==================== design 1
`config.mk`:
```
export PLATFORM = sky130hd
export DESIGN_NAME = ahb_master
export DESIGN_NICKNAME = d
export VERILOG_FILES = /design/src/rtl/ahb_master.sv
export SDC_FILE = /design/constraint.sdc
export NUM_CORES = 1
export LEC_CHECK = 0
export CORE_UTILIZATION = 35
export DETAILED_ROUTE_END_ITERATION = 10
export PLACE_DENSITY = 0.75
export SYNTH_ARGS = -nofsm -noshare
export SYNTH_HDL_FRONTEND = slang
export SYNTH_SLANG_ARGS = --single-unit
```
`constraint.sdc`:
```
create_clock -name HCLK -period 2.5 [get_ports HCLK]
set_input_delay 0.5 -clock HCLK [delete_from_list [all_inputs] [get_ports HCLK]]
set_output_delay 0.5 -clock HCLK [all_outputs]
set_load 0.02 [all_outputs]
```
`src/rtl/ahb_master.sv`:
```
`default_nettype none
// ============================================================================
//  Module      : ahb_master (with ahb_master_pkg)
//  Description : Single-master AHB-Lite bus master. Converts local command
//                requests into SINGLE or INCR4 word transfers, honours wait
//                states, terminates bursts on an error response and returns
//                read beats plus a completion status to the requester.
//  Revision    : 1.0 - initial release
// ============================================================================

package ahb_master_pkg;
    typedef enum logic [1:0] {
        HTRANS_IDLE   = 2'b00,
        HTRANS_BUSY   = 2'b01,
        HTRANS_NONSEQ = 2'b10,
        HTRANS_SEQ    = 2'b11
    } trans_t;
endpackage

module ahb_master
    import ahb_master_pkg::*;
#(
    parameter int WIDTH = 32
) (
    input  logic               HCLK,
    input  logic               HRESETn,
    // local command interface
    input  logic               cmd_valid,
    output logic               cmd_ready,
    input  logic               cmd_write,
    input  logic               cmd_burst,
    input  logic [WIDTH-1:0]   cmd_addr,
    input  logic [4*WIDTH-1:0] cmd_wdata,
    output logic               rd_valid,
    output logic [WIDTH-1:0]   rd_data,
    output logic               done,
    output logic               err,
    // AHB-Lite master interface
    output logic [WIDTH-1:0]   HADDR,
    output logic               HWRITE,
    output logic [2:0]         HSIZE,
    output logic [2:0]         HBURST,
    output logic [3:0]         HPROT,
    output trans_t             HTRANS,
    output logic               HMASTLOCK,
    output logic [WIDTH-1:0]   HWDATA,
    input  logic               HREADY,
    input  logic               HRESP,
    input  logic [WIDTH-1:0]   HRDATA
);

    localparam logic [1:0]       c_ST_IDLE      = 2'd0;
    localparam logic [1:0]       c_ST_ADDR      = 2'd1;
    localparam logic [1:0]       c_ST_DATA_LAST = 2'd2;
    localparam logic [1:0]       c_ST_ERR       = 2'd3;

    localparam logic [WIDTH-1:0] c_BEAT_BYTES   = WIDTH'(4);
    localparam logic [2:0]       c_HSIZE_WORD   = 3'b010;
    localparam logic [2:0]       c_HBURST_SINGLE = 3'b000;
    localparam logic [2:0]       c_HBURST_INCR4 = 3'b011;
    localparam logic [3:0]       c_HPROT_DATA   = 4'b0011;

    logic [1:0]       r_state;
    logic [1:0]       w_state_nxt;
    logic [1:0]       r_beat;          // beat currently in its address phase
    logic             r_burst;
    logic             r_write;
    logic [WIDTH-1:0] r_addr;
    logic [WIDTH-1:0] r_wbuf [4];
    logic             r_dphase;        // a data phase is in progress
    logic [WIDTH-1:0] r_hwdata;
    logic             r_rd_valid;
    logic [WIDTH-1:0] r_rd_data;
    logic             r_done;
    logic             r_err;

    trans_t           w_htrans;
    logic             w_cmd_ready;
    logic             w_accept;
    logic             w_data_err;
    logic             w_last_beat;
    logic             w_addr_adv;
    logic             w_done_nxt;
    logic             w_err_nxt;
    logic             w_rd_capture;
    logic             w_unused_addr_lsbs;

    // Byte-lane bits of the start address are discarded: transfers are words.
    assign w_unused_addr_lsbs = ^cmd_addr[1:0];

    assign w_data_err   = r_dphase & HRESP;
    assign w_last_beat  = (r_beat == (r_burst ? 2'd3 : 2'd0));
    assign w_accept     = w_cmd_ready & cmd_valid;
    assign w_addr_adv   = (r_state == c_ST_ADDR) & HREADY & ~w_data_err;
    assign w_rd_capture = r_dphase & HREADY & ~HRESP & ~r_write;

    // Transfer sequencing: next state, transfer type and handshake outputs.
    always_comb begin
        w_state_nxt = r_state;
        w_htrans    = HTRANS_IDLE;
        w_cmd_ready = 1'b0;
        w_done_nxt  = 1'b0;
        w_err_nxt   = 1'b0;
        case (r_state)
            c_ST_IDLE: begin
                // stays busy for the cycle in which done is shown
                w_cmd_ready = ~r_done;
                if (w_cmd_ready && cmd_valid) begin
                    w_state_nxt = c_ST_ADDR;
                end
            end
            c_ST_ADDR: begin
                w_htrans = (r_beat == 2'd0) ? HTRANS_NONSEQ : HTRANS_SEQ;
                if (w_data_err) begin
                    w_state_nxt = c_ST_ERR;
                end else if (HREADY && w_last_beat) begin
                    w_state_nxt = c_ST_DATA_LAST;
                end
            end
            c_ST_DATA_LAST: begin
                if (w_data_err) begin
                    w_state_nxt = c_ST_ERR;
                end else if (HREADY) begin
                    w_state_nxt = c_ST_IDLE;
                    w_done_nxt  = 1'b1;
                end
            end
            c_ST_ERR: begin
                if (HREADY) begin
                    w_state_nxt = c_ST_IDLE;
                    w_done_nxt  = 1'b1;
                    w_err_nxt   = 1'b1;
                end
            end
            default: begin
                w_state_nxt = c_ST_IDLE;
            end
        endcase
    end

    // State register.
    always_ff @(posedge HCLK or negedge HRESETn) begin
        if (!HRESETn) begin
            r_state <= c_ST_IDLE;
        end else begin
            r_state <= w_state_nxt;
        end
    end

    // Command capture and address-phase progression (address held on stall).
    always_ff @(posedge HCLK or negedge HRESETn) begin
        if (!HRESETn) begin
            r_addr  <= '0;
            r_beat  <= 2'd0;
            r_burst <= 1'b0;
            r_write <= 1'b0;
            for (int k = 0; k < 4; k++) begin
                r_wbuf[k] <= '0;
            end
        end else if (w_accept) begin
            r_addr  <= {cmd_addr[WIDTH-1:2], 2'b00};
            r_beat  <= 2'd0;
            r_burst <= cmd_burst;
            r_write <= cmd_write;
            for (int k = 0; k < 4; k++) begin
                r_wbuf[k] <= cmd_wdata[k*WIDTH +: WIDTH];
            end
        end else if (w_addr_adv && !w_last_beat) begin
            r_addr <= r_addr + c_BEAT_BYTES;   // wraps modulo 2^WIDTH
            r_beat <= r_beat + 2'd1;
        end
    end

    // Data-phase tracking: write data launches when its address is accepted
    // and is held until the next address is accepted.
    always_ff @(posedge HCLK or negedge HRESETn) begin
        if (!HRESETn) begin
            r_dphase <= 1'b0;
            r_hwdata <= '0;
        end else if (w_addr_adv) begin
            r_dphase <= 1'b1;
            r_hwdata <= r_wbuf[r_beat];
        end else if (w_data_err || (r_dphase && HREADY)) begin
            r_dphase <= 1'b0;
        end
    end

    // Read return and completion status, all registered.
    always_ff @(posedge HCLK or negedge HRESETn) begin
        if (!HRESETn) begin
            r_rd_valid <= 1'b0;
            r_rd_data  <= '0;
            r_done     <= 1'b0;
            r_err      <= 1'b0;
        end else begin
            r_rd_valid <= w_rd_capture;
            if (w_rd_capture) begin
                r_rd_data <= HRDATA;
            end
            r_done <= w_done_nxt;
            r_err  <= w_err_nxt;
        end
    end

    assign cmd_ready = w_cmd_ready;
    assign rd_valid  = r_rd_valid;
    assign rd_data   = r_rd_data;
    assign done      = r_done;
    assign err       = r_err;

    assign HADDR     = r_addr;
    assign HWRITE    = r_write;
    assign HSIZE     = c_HSIZE_WORD;
    assign HBURST    = r_burst ? c_HBURST_INCR4 : c_HBURST_SINGLE;
    assign HPROT     = c_HPROT_DATA;
    assign HTRANS    = w_htrans;
    assign HMASTLOCK = 1'b0;
    assign HWDATA    = r_hwdata;

endmodule

`default_nettype wire

```
==================== design 2
===== src/rtl/mem_bus_arbiter_if.sv =====
// Signal bundle between the two bus masters, the arbiter and the shared slave bus.
// The arbiter uses the slave modport; the master modport is the requesters' and slaves' side.
interface mem_bus_arbiter_if;
  logic        m0_req;
  logic        m1_req;
  logic        m0_wr;
  logic        m1_wr;
  logic [15:0] m0_addr;
  logic [15:0] m1_addr;
  logic [31:0] m0_wdata;
  logic [31:0] m1_wdata;
  logic        m0_ack;
  logic        m1_ack;
  logic [31:0] m0_rdata;
  logic [31:0] m1_rdata;
  logic        m0_err;
  logic        m1_err;
  logic [15:0] bus_addr;
  logic [31:0] bus_wdata;
  logic [31:0] bus_rdata;
  logic        bus_rd;
  logic        bus_wr;
  logic        mem_en;
  logic        rom_en;
  logic        tty_en;

  modport slave (
    input  m0_req, m1_req, m0_wr, m1_wr, m0_addr, m1_addr, m0_wdata, m1_wdata, bus_rdata,
    output m0_ack, m1_ack, m0_rdata, m1_rdata, m0_err, m1_err,
    output bus_addr, bus_wdata, bus_rd, bus_wr, mem_en, rom_en, tty_en
  );

  modport master (
    output m0_req, m1_req, m0_wr, m1_wr, m0_addr, m1_addr, m0_wdata, m1_wdata, bus_rdata,
    input  m0_ack, m1_ack, m0_rdata, m1_rdata, m0_err, m1_err,
    input  bus_addr, bus_wdata, bus_rd, bus_wr, mem_en, rom_en, tty_en
  );
endinterface


===== src/rtl/mem_bus_arbiter.sv =====
// Two-master round-robin arbiter with bounded hold, slave decode and read-latency sequencing
// for the shared RAM/ROM/TTY bus.
module mem_bus_arbiter #(
  parameter int unsigned RD_LATENCY = 1,
  parameter int unsigned MAX_HOLD   = 4
) (
  input  logic             clk,
  input  logic             rst,
  mem_bus_arbiter_if.slave bus
);

  localparam int unsigned HoldW = $clog2(MAX_HOLD + 1);

  typedef enum logic [1:0] {StIdle, StIssue, StWait} state_e;

  state_e           state_q, state_d;
  logic             owner_q, owner_d;
  logic             last_grant_q, last_grant_d;
  logic [HoldW-1:0] hold_q, hold_d;
  logic [2:0]       cnt_q, cnt_d;
  logic [15:0]      addr_q, addr_d;
  logic [31:0]      wdata_q, wdata_d;
  logic [1:0][31:0] rdata_q, rdata_d;

  logic             own_req, other_req, own_wr;
  logic [15:0]      own_addr;
  logic [31:0]      own_wdata;
  logic             is_mem, is_rom, is_tty;
  logic             done, rd_ack, err, start_rd, advance;
  logic [31:0]      rd_val;
  logic             hold_full;
  logic [HoldW-1:0] hold_inc;

  assign own_req   = owner_q ? bus.m1_req   : bus.m0_req;
  assign other_req = owner_q ? bus.m0_req   : bus.m1_req;
  assign own_wr    = owner_q ? bus.m1_wr    : bus.m0_wr;
  assign own_addr  = owner_q ? bus.m1_addr  : bus.m0_addr;
  assign own_wdata = owner_q ? bus.m1_wdata : bus.m0_wdata;

  assign is_mem = own_addr[15];
  assign is_rom = (own_addr[15:14] == 2'b00);
  assign is_tty = (own_addr == 16'h4000);

  // hold_cnt only advances while the other master is waiting, so it bounds its wait
  assign hold_full = (32'(hold_q) + 32'd1) >= MAX_HOLD;
  assign hold_inc  = (32'(hold_q) < MAX_HOLD) ? hold_q + HoldW'(1) : hold_q;

  always_ff @(posedge clk) begin
    if (rst) begin
      state_q      <= StIdle;
      owner_q      <= 1'b0;
      last_grant_q <= 1'b1;
      hold_q       <= '0;
      cnt_q        <= '0;
      addr_q       <= '0;
      wdata_q      <= '0;
      rdata_q      <= '0;
    end else begin
      state_q      <= state_d;
      owner_q      <= owner_d;
      last_grant_q <= last_grant_d;
      hold_q       <= hold_d;
      cnt_q        <= cnt_d;
      addr_q       <= addr_d;
      wdata_q      <= wdata_d;
      rdata_q      <= rdata_d;
    end
  end

  always_comb begin
    state_d      = state_q;
    owner_d      = owner_q;
    last_grant_d = last_grant_q;
    hold_d       = hold_q;
    cnt_d        = cnt_q;
    addr_d       = addr_q;
    wdata_d      = wdata_q;
    rdata_d      = rdata_q;
    advance      = 1'b0;
    if (rd_ack) rdata_d[owner_q] = rd_val;
    unique case (state_q)
      StIdle: begin
        if (bus.m0_req || bus.m1_req) begin
          state_d = StIssue;
          hold_d  = '0;
          owner_d = (bus.m0_req && bus.m1_req) ? ~last_grant_q : bus.m1_req;
        end
      end
      StIssue: begin
        if (own_req) begin
          last_grant_d = owner_q;
          addr_d       = own_addr;
          wdata_d      = own_wdata;
        end
        if (start_rd) begin
          state_d = StWait;
          cnt_d   = 3'(RD_LATENCY);
        end else begin
          advance = 1'b1;
        end
      end
      StWait: begin
        cnt_d   = cnt_q - 3'd1;
        advance = done;
      end
      default: state_d = StIdle;
    endcase
    // Re-arbitrate in the completion cycle so back-to-back issues cost no extra cycle
    if (advance) begin
      if (other_req && hold_full) begin
        owner_d = ~owner_q;
        hold_d  = '0;
        state_d = StIssue;
      end else if (own_req) begin
        hold_d  = other_req ? hold_inc : '0;
        state_d = StIssue;
      end else if (other_req) begin
        owner_d = ~owner_q;
        hold_d  = '0;
        state_d = StIssue;
      end else begin
        state_d = StIdle;
      end
    end
  end

  always_comb begin
    start_rd      = 1'b0;
    done          = 1'b0;
    rd_ack        = 1'b0;
    err           = 1'b0;
    rd_val        = '0;
    bus.bus_rd    = 1'b0;
    bus.bus_wr    = 1'b0;
    bus.mem_en    = 1'b0;
    bus.rom_en    = 1'b0;
    bus.tty_en    = 1'b0;
    bus.bus_addr  = addr_q;
    bus.bus_wdata = wdata_q;
    unique case (state_q)
      StIssue: begin
        if (own_req) begin
          bus.bus_addr  = own_addr;
          bus.bus_wdata = own_wdata;
          if (!own_wr && (is_mem || is_rom)) begin
            start_rd   = 1'b1;
            bus.bus_rd = 1'b1;
            bus.mem_en = is_mem;
            bus.rom_en = is_rom;
          end else if (own_wr && (is_mem || is_tty)) begin
            done       = 1'b1;
            bus.bus_wr = 1'b1;
            bus.mem_en = is_mem;
            bus.tty_en = is_tty;
          end else if (!own_wr && is_tty) begin
            done   = 1'b1;
            rd_ack = 1'b1;
          end else begin
            done = 1'b1;
            err  = 1'b1;
          end
        end
      end
      StWait: begin
        if (cnt_q == 3'd1) begin
          done   = 1'b1;
          rd_ack = 1'b1;
          rd_val = bus.bus_rdata;
        end
      end
      default: ;
    endcase
    bus.m0_ack   = done & ~owner_q;
    bus.m1_ack   = done & owner_q;
    bus.m0_err   = err & ~owner_q;
    bus.m1_err   = err & owner_q;
    bus.m0_rdata = (rd_ack && !owner_q) ? rd_val : rdata_q[0];
    bus.m1_rdata = (rd_ack && owner_q) ? rd_val : rdata_q[1];
  end

endmodule


===== src/flat_wrapper.sv =====
// flat-port wrapper written by rule: the top's interface ports become plain ports
module mem_bus_arbiter_flat 
#(
  parameter int unsigned RD_LATENCY = 1,
  parameter int unsigned MAX_HOLD   = 4
)
  (clk, rst, bus_m0_req, bus_m1_req, bus_m0_wr, bus_m1_wr, bus_m0_addr, bus_m1_addr, bus_m0_wdata, bus_m1_wdata, bus_bus_rdata, bus_m0_ack, bus_m1_ack, bus_m0_rdata, bus_m1_rdata, bus_m0_err, bus_m1_err, bus_bus_addr, bus_bus_wdata, bus_bus_rd, bus_bus_wr, bus_mem_en, bus_rom_en, bus_tty_en);
  mem_bus_arbiter_if bus_i ();
  input  logic clk;
  input  logic rst;
  input wire logic [$bits(bus_i.m0_req)-1:0] bus_m0_req;
  input wire logic [$bits(bus_i.m1_req)-1:0] bus_m1_req;
  input wire logic [$bits(bus_i.m0_wr)-1:0] bus_m0_wr;
  input wire logic [$bits(bus_i.m1_wr)-1:0] bus_m1_wr;
  input wire logic [$bits(bus_i.m0_addr)-1:0] bus_m0_addr;
  input wire logic [$bits(bus_i.m1_addr)-1:0] bus_m1_addr;
  input wire logic [$bits(bus_i.m0_wdata)-1:0] bus_m0_wdata;
  input wire logic [$bits(bus_i.m1_wdata)-1:0] bus_m1_wdata;
  input wire logic [$bits(bus_i.bus_rdata)-1:0] bus_bus_rdata;
  output wire logic [$bits(bus_i.m0_ack)-1:0] bus_m0_ack;
  output wire logic [$bits(bus_i.m1_ack)-1:0] bus_m1_ack;
  output wire logic [$bits(bus_i.m0_rdata)-1:0] bus_m0_rdata;
  output wire logic [$bits(bus_i.m1_rdata)-1:0] bus_m1_rdata;
  output wire logic [$bits(bus_i.m0_err)-1:0] bus_m0_err;
  output wire logic [$bits(bus_i.m1_err)-1:0] bus_m1_err;
  output wire logic [$bits(bus_i.bus_addr)-1:0] bus_bus_addr;
  output wire logic [$bits(bus_i.bus_wdata)-1:0] bus_bus_wdata;
  output wire logic [$bits(bus_i.bus_rd)-1:0] bus_bus_rd;
  output wire logic [$bits(bus_i.bus_wr)-1:0] bus_bus_wr;
  output wire logic [$bits(bus_i.mem_en)-1:0] bus_mem_en;
  output wire logic [$bits(bus_i.rom_en)-1:0] bus_rom_en;
  output wire logic [$bits(bus_i.tty_en)-1:0] bus_tty_en;
  assign bus_i.m0_req = bus_m0_req;
  assign bus_i.m1_req = bus_m1_req;
  assign bus_i.m0_wr = bus_m0_wr;
  assign bus_i.m1_wr = bus_m1_wr;
  assign bus_i.m0_addr = bus_m0_addr;
  assign bus_i.m1_addr = bus_m1_addr;
  assign bus_i.m0_wdata = bus_m0_wdata;
  assign bus_i.m1_wdata = bus_m1_wdata;
  assign bus_i.bus_rdata = bus_bus_rdata;
  assign bus_m0_ack = bus_i.m0_ack;
  assign bus_m1_ack = bus_i.m1_ack;
  assign bus_m0_rdata = bus_i.m0_rdata;
  assign bus_m1_rdata = bus_i.m1_rdata;
  assign bus_m0_err = bus_i.m0_err;
  assign bus_m1_err = bus_i.m1_err;
  assign bus_bus_addr = bus_i.bus_addr;
  assign bus_bus_wdata = bus_i.bus_wdata;
  assign bus_bus_rd = bus_i.bus_rd;
  assign bus_bus_wr = bus_i.bus_wr;
  assign bus_mem_en = bus_i.mem_en;
  assign bus_rom_en = bus_i.rom_en;
  assign bus_tty_en = bus_i.tty_en;
  mem_bus_arbiter #(.RD_LATENCY(RD_LATENCY), .MAX_HOLD(MAX_HOLD)) u_core (.clk(clk), .rst(rst), .bus(bus_i));
endmodule

===== config.mk =====
export PLATFORM = sky130hd
export DESIGN_NAME = mem_bus_arbiter_flat
export DESIGN_NICKNAME = d
export VERILOG_FILES = /design/src/rtl/mem_bus_arbiter_if.sv /design/src/rtl/mem_bus_arbiter.sv /design/src/flat_wrapper.sv
export SDC_FILE = /design/constraint.sdc
export NUM_CORES = 1
export LEC_CHECK = 0
export CAP_MARGIN = 20
export CORE_ASPECT_RATIO = 2
export CORE_UTILIZATION = 46
export DETAILED_ROUTE_END_ITERATION = 10
export HOLD_SLACK_MARGIN = 0.1
export PLACE_DENSITY = 0.87
export REMOVE_ABC_BUFFERS = 1
export SYNTH_ARGS = -nofsm -noshare
export SYNTH_HDL_FRONTEND = slang
export SYNTH_SLANG_ARGS = --single-unit

===== constraint.sdc =====
create_clock -name clk -period 4.22 [get_ports clk]
set_input_delay 0.633 -clock clk [delete_from_list [all_inputs] [get_ports clk]]
set_output_delay 0.633 -clock clk [all_outputs]
set_load 0.05 [all_outputs]

==================== design 3
## config.mk

```make
export PLATFORM = sky130hd
export DESIGN_NAME = pwm_hold_gen
export DESIGN_NICKNAME = d
export VERILOG_FILES = /design/src/rtl/pwm_hold_gen.sv
export SDC_FILE = /design/constraint.sdc
export NUM_CORES = 1
export LEC_CHECK = 0
export CORE_MARGIN = 8
export CORE_UTILIZATION = 50
export DETAILED_ROUTE_END_ITERATION = 10
export DONT_BUFFER_PORTS = 1
export HOLD_SLACK_MARGIN = 0.02
export SYNTH_ARGS = -nofsm -noshare
export SYNTH_HDL_FRONTEND = slang
export SYNTH_SLANG_ARGS = --single-unit
```

## constraint.sdc

```tcl
create_clock -name clk -period 2.9 [get_ports clk]
set_input_delay 0.58 -clock clk [delete_from_list [all_inputs] [get_ports clk]]
set_output_delay 0.58 -clock clk [all_outputs]
set_load 0.02 [all_outputs]
```

## src/rtl/pwm_hold_gen.sv

```systemverilog
// pwm_hold_gen: five-slot PWM generator driven by a thermometer hold code.
// The hold code is captured into a shadow register only at period
// boundaries (or continuously while idle) so the output never shows a
// runt pulse when the selector changes mid-period.
module pwm_hold_gen #(
    parameter int DIV_W = 8
) (
    input  logic             clk,
    input  logic             rst,
    input  logic             en,
    input  logic [DIV_W-1:0] div,
    input  logic [4:0]       h,
    output logic             pwm,
    output logic [2:0]       slot,
    output logic             period_start,
    output logic             h_err
);

    // Generator state: idle (en low) or running a period sequence.
    typedef enum logic {
        ST_IDLE = 1'b0,
        ST_RUN  = 1'b1
    } state_t;

    state_t           state_q;
    state_t           state_d;
    logic [DIV_W-1:0] cnt_q;
    logic [DIV_W-1:0] cnt_d;
    logic [2:0]       slot_q;
    logic [2:0]       slot_d;
    logic [4:0]       shadow_q;
    logic [4:0]       shadow_d;
    logic             pwm_q;
    logic             pwm_d;
    logic             period_start_q;
    logic             period_start_d;
    logic             h_err_q;
    logic             h_err_d;

    logic             tick;
    logic             boundary;
    logic             h_valid;
    logic [4:0]       slot_mask;

    // Only the six thermometer patterns are accepted as hold codes.
    function automatic logic is_therm(input logic [4:0] code);
        logic ok;
        case (code)
            5'b00000, 5'b00001, 5'b00011,
            5'b00111, 5'b01111, 5'b11111: ok = 1'b1;
            default:                      ok = 1'b0;
        endcase
        return ok;
    endfunction

    // State register plus all datapath flops, cleared asynchronously.
    always_ff @(posedge clk or posedge rst) begin
        if (rst) begin
            state_q        <= ST_IDLE;
            cnt_q          <= '0;
            slot_q         <= 3'd0;
            shadow_q       <= 5'b00000;
            pwm_q          <= 1'b0;
            period_start_q <= 1'b0;
            h_err_q        <= 1'b0;
        end else begin
            state_q        <= state_d;
            cnt_q          <= cnt_d;
            slot_q         <= slot_d;
            shadow_q       <= shadow_d;
            pwm_q          <= pwm_d;
            period_start_q <= period_start_d;
            h_err_q        <= h_err_d;
        end
    end

    // Next state: the generator runs whenever en is high.
    always_comb begin
        state_d = ST_IDLE;
        if (en) begin
            state_d = ST_RUN;
        end
    end

    // Prescaler, slot counter, shadow load and output computation.
    always_comb begin
        cnt_d          = '0;
        slot_d         = 3'd0;
        shadow_d       = shadow_q;
        period_start_d = 1'b0;
        h_err_d        = h_err_q;
        h_valid        = is_therm(h);
        // >= rather than == so that shrinking div mid-slot ends the slot at once.
        tick           = (cnt_q >= div);
        boundary       = 1'b0;

        if (!en) begin
            // Idle: everything parked, shadow tracks any valid code, flag cleared.
            h_err_d = 1'b0;
            if (h_valid) begin
                shadow_d = h;
            end
        end else if (state_q == ST_IDLE) begin
            // First enabled clock: open slot 0 with the code captured while idle.
            period_start_d = 1'b1;
        end else if (tick) begin
            slot_d   = (slot_q == 3'd4) ? 3'd0 : slot_q + 3'd1;
            boundary = (slot_q == 3'd4);
            if (boundary) begin
                period_start_d = 1'b1;
                if (h_valid) begin
                    shadow_d = h;
                end else begin
                    h_err_d = 1'b1;
                end
            end
        end else begin
            cnt_d  = cnt_q + 1'b1;
            slot_d = slot_q;
        end
    end

    // Output comb: pwm uses next-state slot and shadow so all three move together.
    always_comb begin
        slot_mask = 5'b00001 << slot_d;
        pwm_d     = en & (|(shadow_d & slot_mask));
    end

    assign pwm          = pwm_q;
    assign slot         = slot_q;
    assign period_start = period_start_q;
    assign h_err        = h_err_q;

endmodule

```

==================== design 4
### src/rtl/bridge_router.sv
// bridge_router: address-decoding bridge fan-out to NUM_LEAVES leaves with registered strobes and read timeout
module bridge_router #(
    parameter int NUM_LEAVES = 6,
    parameter int ADDR_WIDTH = 32,
    parameter int DATA_WIDTH = 32,
    parameter logic [NUM_LEAVES-1:0][ADDR_WIDTH-1:0] FROM_ADDR = '0,
    parameter logic [NUM_LEAVES-1:0][ADDR_WIDTH-1:0] TO_ADDR = '0,
    parameter logic [NUM_LEAVES-1:0] RELATIVE = '0,
    parameter int TIMEOUT = 16,
    parameter logic [DATA_WIDTH-1:0] DEFAULT_DATA = 32'hDEADBEEF
) (
    input  logic                                 clk_74a,
    input  logic                                 reset_n,
    input  logic [ADDR_WIDTH-1:0]                addr,
    input  logic                                 wr,
    input  logic                                 rd,
    input  logic [DATA_WIDTH-1:0]                wr_data,
    output logic [DATA_WIDTH-1:0]                rd_data,
    output logic [ADDR_WIDTH-1:0]                leaf_addr,
    output logic [DATA_WIDTH-1:0]                leaf_wr_data,
    output logic [NUM_LEAVES-1:0]                leaf_wr,
    output logic [NUM_LEAVES-1:0]                leaf_rd,
    input  logic [NUM_LEAVES-1:0]                leaf_rd_valid,
    input  logic [NUM_LEAVES-1:0][DATA_WIDTH-1:0] leaf_rd_data,
    output logic                                 rd_busy,
    output logic                                 err_timeout,
    output logic [15:0]                          miss_count
);
    typedef enum logic [1:0] {IDLE, WAIT, DONE} state_t;

    state_t                  state;
    logic [NUM_LEAVES-1:0]   hit_oh;
    logic [NUM_LEAVES-1:0]   sel_oh;
    logic [ADDR_WIDTH-1:0]   map_addr;
    logic [DATA_WIDTH-1:0]   sel_data;
    logic                    sel_valid;
    logic                    hit;
    logic [7:0]              cnt;

    assign hit = |hit_oh;
    assign sel_valid = |(leaf_rd_valid & sel_oh);

    // Decode the request; walking downward lets the lowest matching leaf win on overlap
    always_comb begin
        hit_oh = '0;
        map_addr = addr;
        for (int i = NUM_LEAVES - 1; i >= 0; i--) begin
            if (addr >= FROM_ADDR[i] && addr <= TO_ADDR[i]) begin
                hit_oh = '0;
                hit_oh[i] = 1'b1;
                map_addr = RELATIVE[i] ? addr - FROM_ADDR[i] : addr;
            end
        end
    end

    // Pick the read data of the leaf the outstanding read was sent to
    always_comb begin
        sel_data = '0;
        for (int i = 0; i < NUM_LEAVES; i++)
            if (sel_oh[i]) sel_data = leaf_rd_data[i];
    end

    // Request registration, miss counting and the read FSM; a new rd always restarts the read path
    always_ff @(posedge clk_74a or negedge reset_n) begin
        if (!reset_n) begin
            state <= IDLE;
            rd_data <= '0;
            leaf_addr <= '0;
            leaf_wr_data <= '0;
            leaf_wr <= '0;
            leaf_rd <= '0;
            sel_oh <= '0;
            cnt <= '0;
            rd_busy <= 1'b0;
            err_timeout <= 1'b0;
            miss_count <= '0;
        end else begin
            leaf_wr <= '0;
            leaf_rd <= '0;
            err_timeout <= 1'b0;
            if ((wr || rd) && (!hit || (wr && rd)) && miss_count != 16'hFFFF)
                miss_count <= miss_count + 16'd1;
            if (wr && hit) begin
                leaf_wr <= hit_oh;
                leaf_addr <= map_addr;
                leaf_wr_data <= wr_data;
            end
            if (rd && !wr) begin
                if (hit) begin
                    leaf_rd <= hit_oh;
                    leaf_addr <= map_addr;
                    sel_oh <= hit_oh;
                    cnt <= 8'(TIMEOUT);
                    rd_busy <= 1'b1;
                    state <= WAIT;
                end else begin
                    rd_data <= DEFAULT_DATA;
                    rd_busy <= 1'b0;
                    state <= DONE;
                end
            end else begin
                case (state)
                    WAIT: begin
                        if (sel_valid) begin
                            rd_data <= sel_data;
                            rd_busy <= 1'b0;
                            state <= DONE;
                        end else if (cnt == 8'd1) begin
                            rd_data <= DEFAULT_DATA;
                            err_timeout <= 1'b1;
                            rd_busy <= 1'b0;
                            state <= DONE;
                        end else begin
                            cnt <= cnt - 8'd1;
                        end
                    end
                    default: state <= IDLE;
                endcase
            end
        end
    end
endmodule

### config.mk
export PLATFORM = sky130hd
export DESIGN_NAME = bridge_router
export DESIGN_NICKNAME = d
export VERILOG_FILES = /design/src/rtl/bridge_router.sv
export SDC_FILE = /design/constraint.sdc
export NUM_CORES = 1
export LEC_CHECK = 0
export ABC_AREA = 1
export CAP_MARGIN = 20
export CORE_AREA = 2 2 153 155
export DETAILED_ROUTE_END_ITERATION = 10
export DIE_AREA = 0 0 155 157
export SLEW_MARGIN = 10
export SYNTH_ARGS = -nofsm -noshare
export SYNTH_HDL_FRONTEND = slang
export SYNTH_SLANG_ARGS = --single-unit
### constraint.sdc
create_clock -name clk_74a -period 2.85 [get_ports clk_74a]
set_input_delay 0.57 -clock clk_74a [delete_from_list [all_inputs] [get_ports clk_74a]]
set_output_delay 0.57 -clock clk_74a [all_outputs]
set_load 0.01 [all_outputs]
Fig. 1: design 2, where the registers sit
The bar under the picture is 20 µm long.
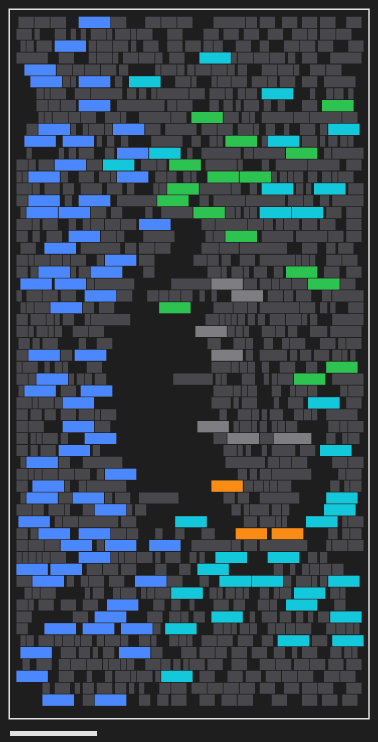
Key: `u_core.rdata_q` = blue [flops 64]; `u_core.addr_q` = green [flops 16]; `u_core.hold_q` = orange [flops 3]; `u_core.wdata_q` = cyan [flops 32]

==> COMMIT_EDITMSG, design 2 <==
Log flow metrics for this revision

* Outcome: complete, no violations
* PwrDens: 442 nW/µm²
* Largest logic family: simple AND/OR/NAND/NOR gates
- Of the total standard cell area in the layout, the multi-input combinational portion is 34.7%.
* Clk pwr share: 37.7%
- Crit end category: output pin
* Final slew viol count: 0
- PnR Total Power: 4.05 mW
* Worst-case reg-to-reg path depth: 7
- Global-route track usage on met3: 6.57%
- Proportion of synthesized area in mux cells: 19.8%
- The timing report gives the biggest stage delay along the critical path as 490 ps.
- Worst supply voltage drop on vdd: 0.000320 V
* Number of non-clock buffers: 265
* Number of warning messages in the logs: 28
- MI comb area: 3180 µm²
- Synthesized-area fraction occupied by adder cells: 1.28%
- Setup repair after global routing missed its margin: no
- Seq_cells: 122
- For this run, global-route usage on met2 was measured as 49.6%.
* Routed length per placed instance: 16.8 µm
- Dominant cell type by count on the critical path: buf_4
- Number of buffers added on ports: 254
* Number of antenna repair diodes: 0
design 2: cells in the mapped netlist (all sizes together) (3+ instances only):
cell type and number:
mux2i 114, and4b 4, a21oi 8, nand3 3, nor2b 52, dfxtp 122
inv 6, ha 6, nand2 66, nor2 75, buf 34, nor4 6
o21ai 54, clkbuf 21, nor3 74
design 2: cell families after synthesis:
kind of cell	count (synthesis)
simple gates	292
flops	122
mux	116
compound gates	84
buf+inv	61
fa+ha+maj	6
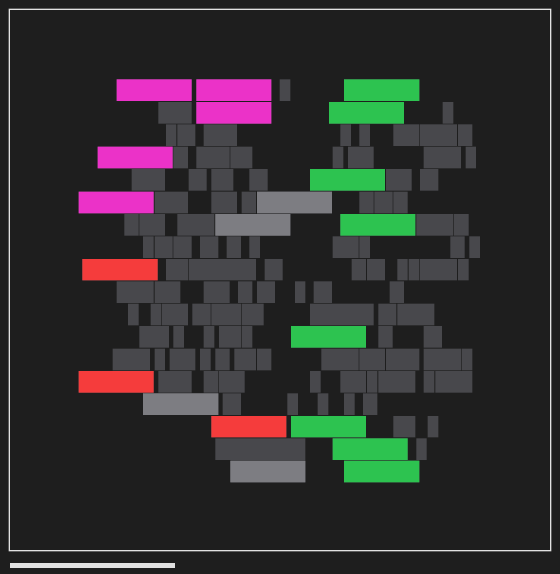
Fig. 2. Where the registers sit (design 3).
The bar under the picture is 20 µm long.
Key: `cnt_q` = green [flops 8]; `shadow_q` = magenta [flops 5, where top left]; `slot` = red [flops 3]
Another 4 sequential cells are not coloured.

Fig. 3: design 3, cell sizes after repair
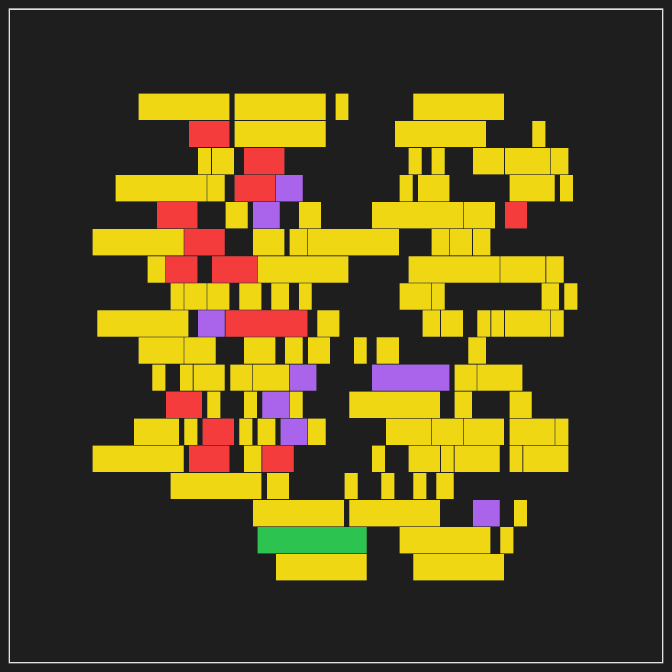
Key: x2 = red [cells 13]; x3 and x4 = purple [cells 8]; x1 and smaller = yellow [cells 106]; x6 and larger = green [cells 1]

==> COMMIT_EDITMSG, design 3 <==
Log flow metrics for this revision

- Starting DRC count in detailed routing: 21
- Tap Count: 30
* Largest clock skew in the final design: 8.65 ps
- After Yosys synthesis, AND-OR and OR-AND compound gates account for 11.2% of the synthesized area.
- 88 cells are multi-input combinational gates.
- The clock network consumes a total of 0.228 mW.
- The run finished with clean final reports.
* Full die area: 4290 µm²
- Total grt overflow: 0
- Number of warning messages in the logs: 27
* Setup repair after global routing missed its margin: no
- Among all cell classes, the greatest summed area belongs to combinational gates.
* Proportion of synthesized area in mux cells: 7.25%
- Summed over all nets, the half-perimeter wirelength after detailed placement is 1.93 mm.
- Vertical die size: 65.5 µm
- The count of nets left with antenna violations once routing finished came out at 0.
- Sw Ratio: 22.2%
* Commonest cells after routing, fill and taps aside: dfrtp_1, inv_1, nor2_1, ha_1
* Synth Area in XOR/XNOR: 5.72%
- Leaving out the clock tree, the finished layout contains a buffer count of 4.
- The initial antenna violation count came to 0.
- In this run the standard cell core region covers 2390 µm².
- Worst-case reg-to-reg path depth: 9
* Number of antenna repair diodes: 0
- At the floorplan stage, the core utilization is reported as 51.3%.
- Post-synth top flop: dfrtp_1
- Path type of the worst setup path: reg -> reg
- The final timing report derives a shortest allowable period of 2650 ps.
## design 3: state kept, by name, indices dropped and copies added, names as in the netlist
register,count
state_q,1
cnt_q,8
pwm,1
h_err,1
period_start,1
shadow_q,5
slot,3
## design 3: critical path, stage by stage (launching register included)
cell and delay [ps]:
dfrtp_1 410, ha_1 310, nand2_2 60, nor2_1 240, a31oi_4 130, buf_4 190, or4b_2 670, a31o_2 270
a21oi_1 150, o211ai_2 100
## design 3: routing by layer
metal | up-vias | share of wire, %
met1 | 421 | 42
met5 | - | 0
li1 | 438 | -
met3 | 5 | 5.2
met2 | 19 | 52
met4 | 0 | 1.6
Fig. 4: design 4, cell sizes after repair
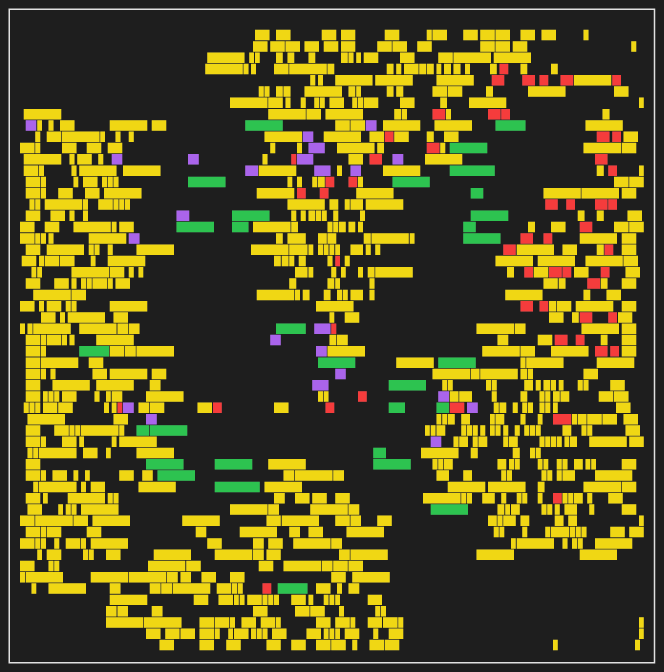
Key: x2 = red [cells 53]; x6 and larger = green [cells 30]; x3 and x4 = purple [cells 23]; x1 and smaller = yellow [cells 768]
crit path setup slack, layout: 752 ps
area delta synth->final: 52.3%
Design Area, Final: 8830 µm²
number of non-clock buffers: 230

Fig. 5: design 4, where the registers sit
The bar under the picture is 50 µm long.
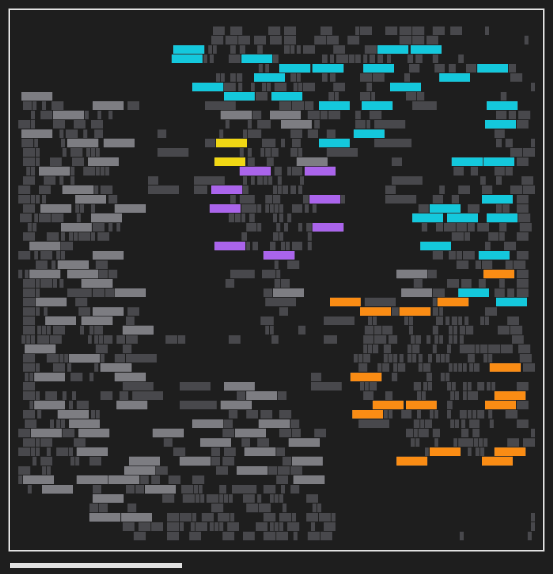
Key: `miss_count` = orange [flops 16]; `rd_data` = cyan [flops 32]; `state` = yellow [flops 2]; `cnt` = purple [flops 8]
Another 69 sequential cells are not coloured.
Sequential cell area: 3180 µm²
sequential group power: 2.02 mW
Finished Core Util: 39.3%
Seq area share: 36.0%

==> COMMIT_EDITMSG, design 4 <==
Log flow metrics for this revision

- Vertical die size: 157 µm
- The worst path in the final design needs a cycle of 2100 ps, including I/O delays and setup.
- Looking at the worst setup and hold paths, the clock pins of their registers show a slew of 60 ps.
- Total grt overflow: 0
* Register bit total from synthesis: 127
* Critical path data required time: 2280 ps
* Number of instances in the synthesized netlist: 645
* Capturing instance or port of the critical path: miss_count[7]
- Count of buffers added by post-CTS timing repair for setup: 0
- Instance area at placement: 8230 µm²
* Insertion Delay late pin: 410 ps
- After synthesis, flip-flops and latches occupy 54.8% of the total area.
- Fraction of the mapped netlist area in simple logic gates: 28.3%
- The detail route stage leaves a number of antenna-violating nets equal to 0.
* Share of synthesized registers carrying an async set or reset: 100%
- Endpoints failing hold in the final report were tallied at 0.
* Synth Area in XOR/XNOR: 1.51%
- Summed over all nets, the switching power comes to 1.31 mW.
* Largest logic family: simple AND/OR/NAND/NOR gates
- Proportion of synthesized area in mux cells: 0%
- Met2 routed wirelength: 6.92 mm
- Final slew viol count: 0
- The data arrival time reported for the critical path is 1530 ps.
* Routed length on met1: 7.07 mm
- The run finished with clean final reports.
- Net switching is 26.4% of the power.
* Maximum number of pins on one net before global-route repair: 45
- Cell Int Power: 3.64 mW
- Listed in order, past its start point the critical path passes clkdlybuf4s50_1.
- The tightest min-delay check is of the in -> async type.
* Detailed Routing Iterations Pass 1: 4
- Sorting the synthesized cells by area gives the leading types as dfrtp_1, nand2_1, a21boi_0, nor2_1, o21ai_2.
- The area recorded from the Yosys report for this design is 5800 µm².
* Die width: 155 µm
- Cell count after placement: 1127
* Global routing usage on met2: 20.2%
design 4: layout make-up:
type,instances,share of cell area (%)
multi-input cells,455,25.8
clock buffers,17,4.82
inverters,30,1.27
flip-flops and latches,127,36.0
clock inverters,15,1.97
well taps,285,4.04
repair buffers,230,26.1
diodes,1,0.0283
design 4: registers in the layout, summed over array words and instances (netlist names):
| name | flops |
|---|---|
| cnt | 8 |
| rd_busy | 1 |
| state | 2 |
| leaf_wr_data | 32 |
| rd_data | 32 |
| miss_count | 16 |
| leaf_wr | 1 |
| sel_oh | 1 |
| err_timeout | 1 |
| leaf_addr | 32 |
| leaf_rd | 1 |
Fig. 6: design 1, placed standard cells
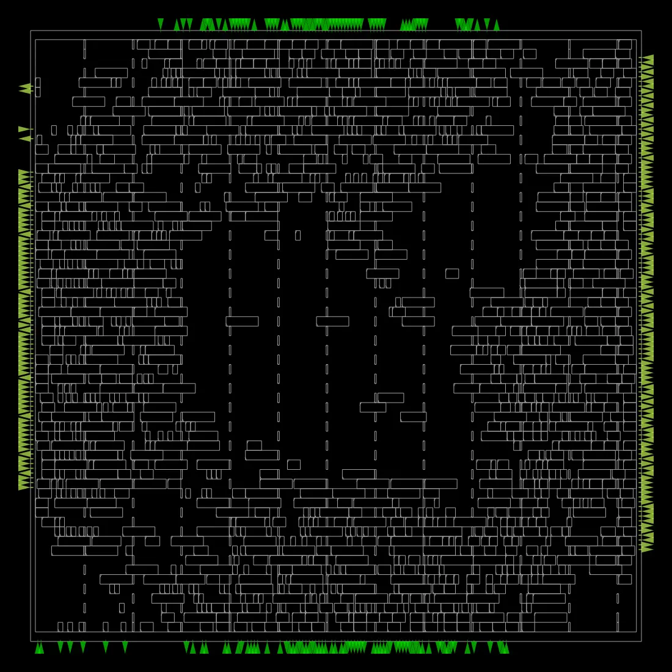
Tap Count: 384
Layout Cells excl Fill: 1692

==> COMMIT_EDITMSG, design 1 <==
Log flow metrics for this revision

* Sequential cell area: 5810 µm²
* Hold WC Path Type: in -> async
* Vias per std cell: 4.78
* Global routing usage on met2: 31.4%
- TritonCTS built the clock tree.
* Endpoint of the lowest-slack register-to-register path: HADDR[24]
- # hold bufs at CTS: 1
- Maximum clock frequency: 421 MHz
- During I/O placement, the number of pins put on the boundary was 313.
* Critical Path Stages: 2
- r_wbuf holds more flip-flops than any other register.
- Delay of the slowest cell on the worst path: 640 ps
- By area the synthesized netlist is led by dfrtp_1, nand2_1, mux2_2, mux4_2, xnor2_1.
- Antenna violation net count after detailed routing: 0
* Capturing instance or port of the critical path: cmd_ready
- In this run the maximum-capacitance check reported violations numbering 0.
* Final critical-path required period: 2380 ps
* Outcome: complete, no violations
- The finished layout reports a core utilization of 51.0%.
* Max-area cell share: 56.1%
- Routability Congestion: 0.864
- Die width: 174 µm
- Dividing the detail-routed wire length by the instance count gives 15.9 µm.
* Slack of the worst reg-to-reg path: 440 ps
- Largest clock skew in the final design: 15.6 ps
- Before any placement, the netlist area is recorded as 10300 µm².
* Worst-case reg-to-reg path depth: 5
* Final setup fails: 0
* Via count: 8090
- Clock-pin transition on the worst setup and hold timing paths: 60 ps
- Setup slack after placement: 75.7 ps
- Worst Hold Slack: 434 ps
[design 1: report_power, final]
part           leakage [nW]  internal (mW)  switching, mW  total [mW]
clock                 0.441           2.43           1.54        3.97
sequential             2.88           5.51           1.18        6.69
combinational          3.26           3.70           3.53        7.23
total                  6.58           11.6           6.25        17.9
[design 1: logic make-up after synthesis]
group,Yosys count,share of synthesized area (%)
and+or+nand+nor,523,21.3
DFF,232,56.1
muxes,96,13.9
buffers and inverters,75,3.65
AOI/OAI and AO/OA,47,2.62
xor gates and xnor gates,24,2.03
adders and majority gates,2,0.242
other,2,0.0726

==> gallery <==
Routed metal per tile.
(a)
The die is cut into 13 by 13 equal tiles; dark blue is low, red is high, scaled to the fullest tile. Values are wire area over tile area, all layers added.
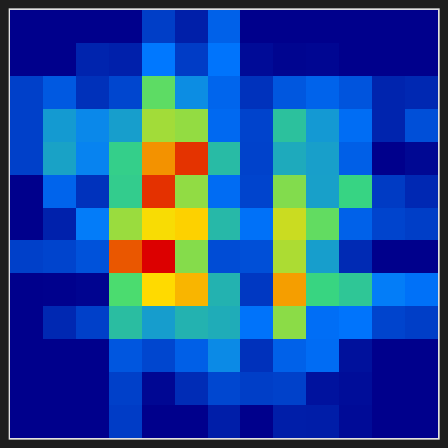
(b)
The die is cut into 35 by 35 equal tiles; dark blue is low, red is high, scaled to the fullest tile. Values are wire area over tile area, all layers added.
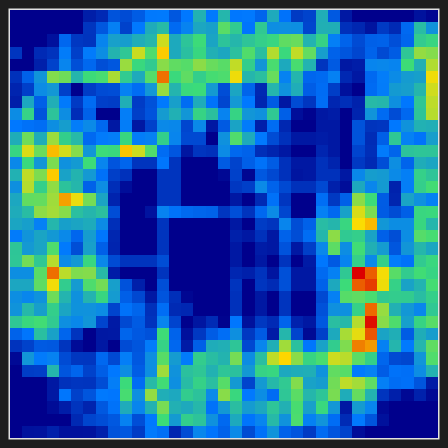
(c)
The die is cut into 31 by 31 equal tiles; dark blue is low, red is high, scaled to the fullest tile. Values are wire area over tile area, all layers added.
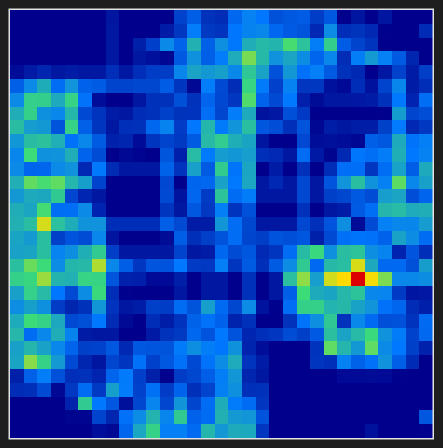
(d)
The die is cut into 16 by 32 equal tiles; dark blue is low, red is high, scaled to the fullest tile. Values are wire area over tile area, all layers added.
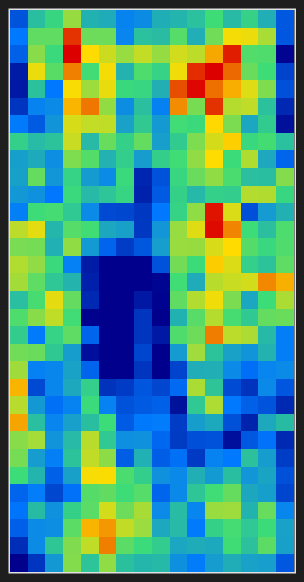
Design 4 is (c).
Design 3 is (a).
Design 2 is (d).
Design 1 is (b).



## Gallery

Clock network drawn from the DEF.
picture 1
The bar under the picture is 50 µm long.
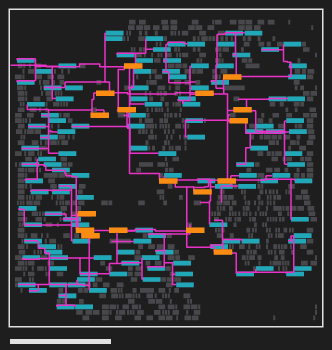
picture 2
The bar under the picture is 20 µm long.
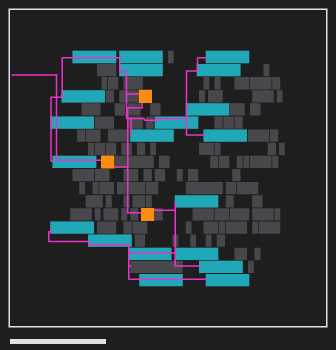
picture 3
The bar under the picture is 50 µm long.
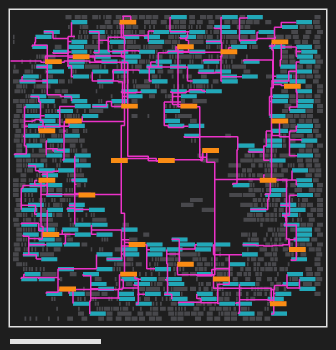
picture 4
The bar under the picture is 20 µm long.
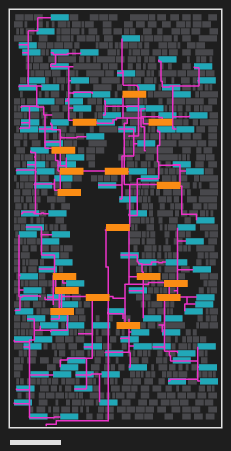
design 3 -> picture 2
design 4 -> picture 1
design 2 -> picture 4
design 1 -> picture 3
The one with the smallest die is picture 2.
The one with the largest die is picture 3.

Key to picture 2:
Key: clock-net drivers = orange [count 3]; flip-flops = cyan [count 20]; clock wires = magenta [length 248 µm]
There are 4 routed clock nets.


==> notes/layouts.md <==
Pictures saved along the way, in no particular order.

Placed standard cells.
shot_01.png
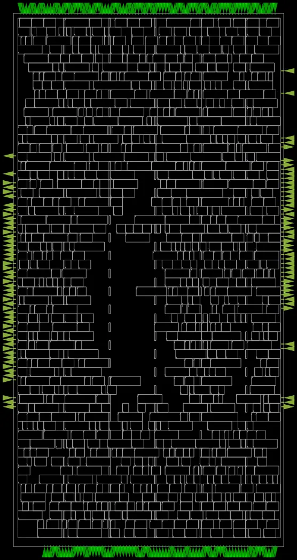
shot_02.png
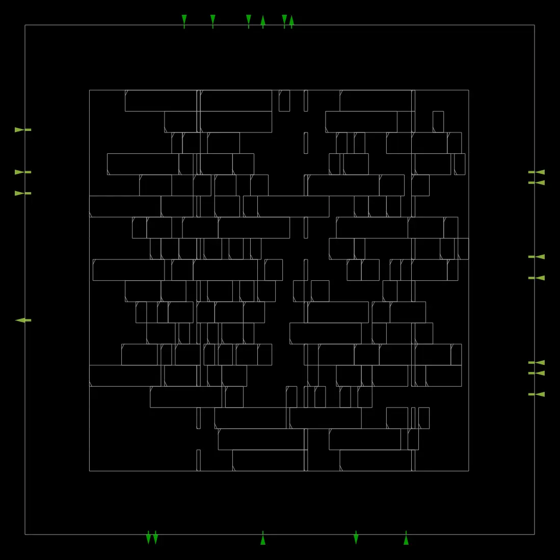
shot_03.png
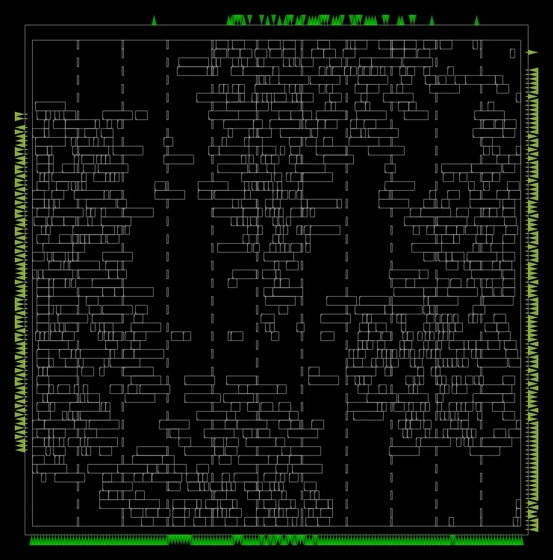
shot_01.png -> design 2
shot_03.png -> design 4
shot_02.png -> design 3
- fewest cells: shot_02.png

No activity file was given, so power comes from the tool's default toggle rates.
